######## design 1 ########
### config.mk
export PLATFORM = sky130hd
export DESIGN_NAME = debug_uart_tx
export DESIGN_NICKNAME = d
export VERILOG_FILES = /design/src/rtl/debug_uart_tx.sv
export SDC_FILE = /design/constraint.sdc
export NUM_CORES = 1
export LEC_CHECK = 0
export CELL_PAD_IN_SITES_DETAIL_PLACEMENT = 1
export CELL_PAD_IN_SITES_GLOBAL_PLACEMENT = 2
export CORE_MARGIN = 2
export CORE_UTILIZATION = 46
export DETAILED_ROUTE_END_ITERATION = 6
export GPL_TIMING_DRIVEN = 0
export PLACE_DENSITY = 0.8
export SLEW_MARGIN = 25
export SYNTH_ARGS = -nofsm -noshare
export SYNTH_HDL_FRONTEND = slang
export SYNTH_SLANG_ARGS = --single-unit
### constraint.sdc
create_clock -name i_clk -period 5.9 [get_ports i_clk]
set_input_delay 0.885 -clock i_clk [delete_from_list [all_inputs] [get_ports i_clk]]
set_output_delay 0.885 -clock i_clk [all_outputs]
set_load 0.005 [all_outputs]
### src/rtl/debug_uart_tx.sv
// rtl/debug_uart_tx.sv - buffered debug byte port serialized as 8N1 (or 8E1) UART
//
// Purpose: accepts one byte per strobe cycle into a small FIFO and shifts the
// bytes out LSB first on a single TX pin. When the FIFO is full, bytes are dropped
// and the loss is recorded in a sticky flag.
//
// Ports:
//   i_clk          system clock
//   i_rst_n        asynchronous active-low reset
//   i_debug_strobe one-cycle write pulse, one byte per high cycle
//   i_debug_data   byte qualified by i_debug_strobe
//   o_uart_tx      serial output, idle high
//   o_busy         frame on the wire or FIFO non-empty
//   o_overflow     sticky: a strobe arrived while the FIFO was full
//   o_fifo_level   current FIFO occupancy
//
// Build option: define DEBUG_UART_TX_PARITY_EN to add an even-parity bit (8E1).
module debug_uart_tx #(
  parameter int CLK_FREQ_HZ = 50000000,
  parameter int BAUD        = 115200,
  parameter int FIFO_DEPTH  = 16
) (
  input  logic                        i_clk,
  input  logic                        i_rst_n,
  input  logic                        i_debug_strobe,
  input  logic [7:0]                  i_debug_data,
  output logic                        o_uart_tx,
  output logic                        o_busy,
  output logic                        o_overflow,
  output logic [$clog2(FIFO_DEPTH):0] o_fifo_level
);

  localparam int DIV = CLK_FREQ_HZ / BAUD;
  localparam int AW  = $clog2(FIFO_DEPTH);
  localparam int CW  = (DIV < 2) ? 1 : $clog2(DIV);
  localparam logic [AW:0] FULL_LEVEL = (AW+1)'(FIFO_DEPTH);
  localparam logic [CW-1:0] LAST_CNT = CW'(DIV - 1);

  if (DIV < 2) begin : g_bad_div
    $error("debug_uart_tx: CLK_FREQ_HZ/BAUD must be at least 2");
  end
  if (FIFO_DEPTH < 2 || (FIFO_DEPTH & (FIFO_DEPTH - 1)) != 0) begin : g_bad_depth
    $error("debug_uart_tx: FIFO_DEPTH must be a power of 2, at least 2");
  end

  localparam logic [2:0] S_IDLE   = 3'd0;
  localparam logic [2:0] S_START  = 3'd1;
  localparam logic [2:0] S_DATA   = 3'd2;
  localparam logic [2:0] S_STOP   = 3'd3;
`ifdef DEBUG_UART_TX_PARITY_EN
  localparam logic [2:0] S_PARITY = 3'd4;
`endif

  logic [7:0]    mem [FIFO_DEPTH];
  logic [AW:0]   wr_ptr, rd_ptr, level, level_n;
  logic [2:0]    state, state_n;
  logic [CW-1:0] cnt, cnt_n;
  logic [2:0]    bit_idx, bit_n;
  logic [7:0]    shift, shift_n, head;
  logic          tx, tx_n, busy, busy_n, ovf;
  logic          pop, push, full, baud_end;
`ifdef DEBUG_UART_TX_PARITY_EN
  logic          par, par_n;
`endif

  // Pointers carry one extra bit so full and empty are distinguishable.
  assign level    = wr_ptr - rd_ptr;
  assign full     = (level == FULL_LEVEL);
  assign head     = mem[rd_ptr[AW-1:0]];
  assign baud_end = (cnt == LAST_CNT);

  always_comb begin
    pop     = 1'b0;
    state_n = state;
    cnt_n   = cnt + CW'(1);
    bit_n   = bit_idx;
    shift_n = shift;
    tx_n    = tx;
`ifdef DEBUG_UART_TX_PARITY_EN
    par_n   = par;
`endif
    case (state)
      S_IDLE: begin
        cnt_n = '0;
        tx_n  = 1'b1;
        if (level != '0) begin
          pop     = 1'b1;
          shift_n = head;
          state_n = S_START;
          tx_n    = 1'b0;
`ifdef DEBUG_UART_TX_PARITY_EN
          par_n   = 1'b0;
`endif
        end
      end
      S_START: begin
        if (baud_end) begin
          cnt_n   = '0;
          state_n = S_DATA;
          bit_n   = 3'd0;
          tx_n    = shift[0];
        end
      end
      S_DATA: begin
        if (baud_end) begin
          cnt_n   = '0;
          shift_n = {1'b0, shift[7:1]};
`ifdef DEBUG_UART_TX_PARITY_EN
          par_n   = par ^ shift[0];
`endif
          if (bit_idx == 3'd7) begin
`ifdef DEBUG_UART_TX_PARITY_EN
            state_n = S_PARITY;
            tx_n    = par ^ shift[0];
`else
            state_n = S_STOP;
            tx_n    = 1'b1;
`endif
          end else begin
            bit_n = bit_idx + 3'd1;
            tx_n  = shift[1];
          end
        end
      end
`ifdef DEBUG_UART_TX_PARITY_EN
      S_PARITY: begin
        if (baud_end) begin
          cnt_n   = '0;
          state_n = S_STOP;
          tx_n    = 1'b1;
        end
      end
`endif
      S_STOP: begin
        if (baud_end) begin
          cnt_n = '0;
          // Chain straight into the next start bit when more bytes are queued.
          if (level != '0) begin
            pop     = 1'b1;
            shift_n = head;
            state_n = S_START;
            tx_n    = 1'b0;
`ifdef DEBUG_UART_TX_PARITY_EN
            par_n   = 1'b0;
`endif
          end else begin
            state_n = S_IDLE;
            tx_n    = 1'b1;
          end
        end
      end
      default: begin
        state_n = S_IDLE;
        cnt_n   = '0;
        tx_n    = 1'b1;
      end
    endcase
    // A pop on the same edge frees the slot, so a full FIFO still takes the byte.
    push    = i_debug_strobe & (~full | pop);
    level_n = level + (AW+1)'(push) - (AW+1)'(pop);
    busy_n  = (state_n != S_IDLE) | (level_n != '0);
  end

  always_ff @(posedge i_clk or negedge i_rst_n) begin
    if (!i_rst_n) begin
      state   <= S_IDLE;
      cnt     <= '0;
      bit_idx <= 3'd0;
      shift   <= 8'd0;
      tx      <= 1'b1;
      busy    <= 1'b0;
      ovf     <= 1'b0;
      wr_ptr  <= '0;
      rd_ptr  <= '0;
`ifdef DEBUG_UART_TX_PARITY_EN
      par     <= 1'b0;
`endif
    end else begin
      state   <= state_n;
      cnt     <= cnt_n;
      bit_idx <= bit_n;
      shift   <= shift_n;
      tx      <= tx_n;
      busy    <= busy_n;
`ifdef DEBUG_UART_TX_PARITY_EN
      par     <= par_n;
`endif
      if (push) wr_ptr <= wr_ptr + (AW+1)'(1);
      if (pop)  rd_ptr <= rd_ptr + (AW+1)'(1);
      if (i_debug_strobe && !push) ovf <= 1'b1;
    end
  end

  always_ff @(posedge i_clk) begin
    if (push) mem[wr_ptr[AW-1:0]] <= i_debug_data;
  end

  assign o_uart_tx    = tx;
  assign o_busy       = busy;
  assign o_overflow   = ovf;
  assign o_fifo_level = level;

endmodule

######## design 2 ########
--- config.mk ---
export PLATFORM = sky130hd
export DESIGN_NAME = sync_counter_n
export DESIGN_NICKNAME = d
export VERILOG_FILES = /design/src/rtl/sync_counter_n.sv
export SDC_FILE = /design/constraint.sdc
export NUM_CORES = 1
export LEC_CHECK = 0
export CAP_MARGIN = 10
export CORE_AREA = 4 4 41 43
export DETAILED_ROUTE_END_ITERATION = 6
export DIE_AREA = 0 0 45 47
export PLACE_DENSITY = 0.67
export SLEW_MARGIN = 20
export SYNTH_ARGS = -nofsm -noshare
export SYNTH_HDL_FRONTEND = slang
export SYNTH_SLANG_ARGS = --single-unit
--- constraint.sdc ---
create_clock -name clock -period 2.99 [get_ports clock]
set_input_delay 0.598 -clock clock [delete_from_list [all_inputs] [get_ports clock]]
set_output_delay 0.598 -clock clock [all_outputs]
set_load 0.01 [all_outputs]
--- src/rtl/sync_counter_n.sv ---
// Parametrised synchronous modulo counter: up/down, parallel load with clamping,
// wrap or saturate at the range ends, combinational terminal count and registered wrap pulse.
module sync_counter_n #(
   parameter int     WIDTH    = 4,
   parameter longint MODULUS  = 16,
   parameter bit     SATURATE = 1'b0
) (
   input  logic             clock,
   input  logic             clear,
   input  logic             count_enable,
   input  logic             up_down,
   input  logic             load,
   input  logic [WIDTH-1:0] d,
   output logic [WIDTH-1:0] Q,
   output logic             tc,
   output logic             wrap
);

   localparam logic [WIDTH-1:0] MAX_VAL = WIDTH'(MODULUS - 1);
   localparam logic [WIDTH-1:0] ONE     = WIDTH'(1);

   logic [WIDTH-1:0] count_q, count_d;
   logic             wrap_q, wrap_d;
   logic             at_max, at_min, end_hit;
   logic [WIDTH-1:0] load_val;

   assign at_max   = (count_q == MAX_VAL);
   assign at_min   = (count_q == '0);
   assign end_hit  = up_down ? at_max : at_min;
   assign load_val = (d > MAX_VAL) ? MAX_VAL : d;

   always_comb begin
      count_d = count_q;
      wrap_d  = 1'b0;
      if (load) begin
         count_d = load_val;
      end else if (count_enable) begin
         wrap_d = end_hit;
         if (end_hit) begin
            // At a range end: either hold (saturate) or jump to the opposite end.
            if (!SATURATE) begin
               count_d = up_down ? '0 : MAX_VAL;
            end
         end else begin
            count_d = up_down ? (count_q + ONE) : (count_q - ONE);
         end
      end
   end

   always_ff @(posedge clock) begin
      if (clear) begin
         count_q <= '0;
         wrap_q  <= 1'b0;
      end else begin
         count_q <= count_d;
         wrap_q  <= wrap_d;
      end
   end

   assign Q    = count_q;
   assign wrap = wrap_q;
   assign tc   = count_enable & end_hit;

endmodule
Design 2, wires at chosen ports, followed through buffers:
(10 px per µm)
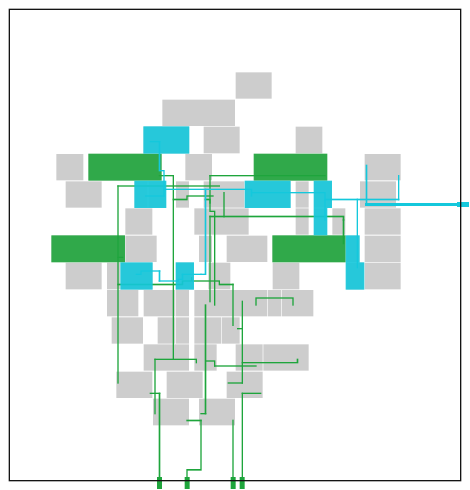
load: shown in cyan, bits 1, direction input, edge right, end cells 10, wire 75.0 µm. Q: shown in green, bits 4, direction output, edge bottom, end cells 4, wire 205 µm.

==> impl_metrics.yaml, design 2 <==
# flow metrics
status:
  status: "finished, final reports clean"
detailed_routing:
  dr.pass1.iters: 2
  top_layer_used: "met3"
  initialDrtViolationCount: 1
  wl_met1_um: 370
  wirelength_um: 848
global_routing:
  grt_usage_pct: 10.6
  grt_first_pass_wirelength_um: 1610
  grt_pass1_vias: 382
yosys:
  top_cell: "nor2_1"
  synth-async-reset-ratio_pct: 0
  synth-main-ff-cell: "dfxtp_1"
  adder_share_pct: 12.0
worst_setup_path:
  crit_start: "up_down"
  crit_path_end: "tc"
  crit_family: "buffers and inverters"
timing:
  setup_violations: 0
  fmax_mhz: 373
  fin_skew_ns: 0.000899
  hold_viol_final: 0
min_path:
  hold_start: "Q[2]"
cells_and_area:
  drive_gt1_share_pct: 15.0
  final_cell_mix: "14 x clkdlybuf4s50_1, 7 x nor2_1, 5 x dfxtp_1"
[design 2: area by class of cell]
type                            instances  area, µm²
Clock buffer                            4       26.3
Fill cell                             143        742
Inverter                                2       7.51
Multi-Input combinational cell         34        259
Sequential cell                         5        100
Tap cell                               15       18.8
Timing Repair Buffer                   15        148
[design 2: state kept, by name, indices dropped and copies added, names as in the netlist]
register / flops
Q: 4
wrap: 1
[design 2: power groups by stage]
stage / Clock, mW / Combinational, mW / Sequential (mW)
2_1_floorplan: 0 / 0.0443 / 0.0858
3_3_place_gp: 0 / 0.0794 / 0.0848
3_5_place_dp: 0 / 0.0799 / 0.0852
4_1_cts: 0.0826 / 0.0804 / 0.0841
5_1_grt: 0.0877 / 0.0877 / 0.0860
6_report: 0.0786 / 0.0793 / 0.0840
[design 2: stage by stage]
step | instances | util (%) | instance area (µm²) | hold WS (ns) | power [mW]
after floorplan | 42 | - | 374 | 0.669 | 0.130
after global placement | 71 | 41.0 | 533 | 0.696 | 0.164
after detailed placement | 71 | 41.0 | 533 | 0.714 | 0.165
after CTS | 75 | 43.0 | 559 | 0.720 | 0.247
after global routing | 75 | 43.0 | 559 | 0.835 | 0.261
final | 75 | 43.0 | 559 | 0.729 | 0.242
Design 1, placement by cell class:
(2 px per µm)
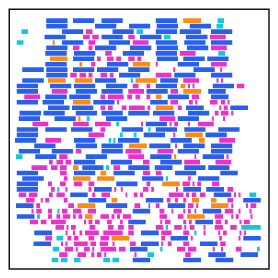
remaining buffers and delay cells: shown in cyan, cells 35, share of their area 3.4%. sequential cells: shown in blue, cells 164, share of their area 60%. clock drivers and dummy loads: shown in orange, cells 31, share of their area 7.0%. remaining logic cells: shown in magenta, cells 265, share of their area 30%.
post-layout util: 53.9%
Cell Rows: 45
Seq/total area: 57.7%
Core ar.: 15300 µm²
final instance area: 8230 µm²

==> impl_metrics.yaml, design 1 <==
# flow metrics
cells_and_area:
  num-nets-final: 514
  n_antenna_cell: 0
  synthToLayoutAreaGrowth_pct: 14.3
clocking:
  postCtsSetupBuffers: 0
  htreeDepth: 4
  clock-sinks: 164
floorplan:
  chipArea_um2: 16700
  die_h_um: 129
timing:
  min_period_ns: 5.38
yosys:
  synth.top_cells.by_area: "edfxtp_1 53%, dfrtp_1 12%, mux4_2 8.1%"
  synth-main-ff-cell: "edfxtp_1"
  common_cells: "128 x edfxtp_1, 35 x dfrtp_1, 29 x nor2_1"
  synth-seq-cells: 164
worst_setup_path:
  crit_start: "rd_ptr[1]"
  crit_family: "simple AND/OR/NAND/NOR gates"
  r2r_setup_slack_ns: 0.52
  reg2reg_to: "o_busy"
  crit_path_end: "o_busy"
placement:
  placed_area_um2: 7670
  place_ws_ns: 0.219
status:
  status: "finished, final reports clean"
detailed_routing:
  dr.pass1.iters: 4
  final_antenna_net_count: 0
pwr:
  finalPower_mw: 4.30
global_routing:
  top_usage_layer: "met2"
==> design 1: worst register-to-register path: cells and delay by family, from the launching register on <==
family / cells / cell delay, ns
AOI/OAI and AO/OA: 3 / 0.84
buffers and inverters: 4 / 1.19
DFF: 1 / 0.47
xor gates and xnor gates: 2 / 0.48
adders and majority gates: 3 / 0.95
and+or+nand+nor: 5 / 1.32
==> design 1: final cells by class <==
| cell class | instances | area (µm²) |
|---|---|---|
| Clock buffer | 18 | 429 |
| Inverter | 19 | 71.3 |
| Sequential cell | 164 | 4750 |
| Multi-Input combinational cell | 246 | 2320 |
| Fill cell | 1429 | 7030 |
| Timing Repair Buffer | 19 | 203 |
| Tap cell | 211 | 264 |
| Buffer | 16 | 67.6 |
| Clock inverter | 13 | 125 |
==> design 1: kinds of logic after synthesis <==
kind of cell,count (synthesis),share of synthesized area (%)
and+or+nand+nor,96,7.33
muxes,52,12.0
AOI/OAI and AO/OA,53,6.03
adders and majority gates,20,3.68
DFF,164,65.9
other,1,0.0521
buffers and inverters,35,1.91
xor gates and xnor gates,24,3.11
==> design 1: power breakdown <==
group / switching [mW] / internal [mW]
Clock: 0.462 / 0.586
Combinational: 0.909 / 0.822
Sequential: 0.100 / 1.42


## Gallery

Placed standard cells.
shot_01.png
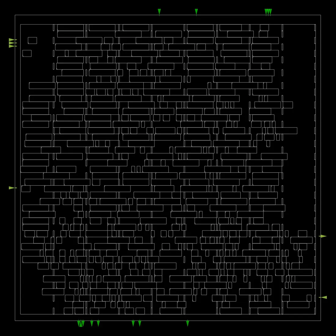
shot_02.png
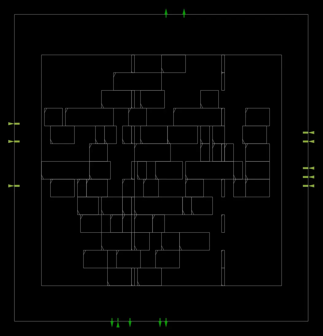
shot_02.png is design 2.
shot_01.png is design 1.
The one with the highest utilization is shot_01.png.

Power and IR drop assume default switching activity.
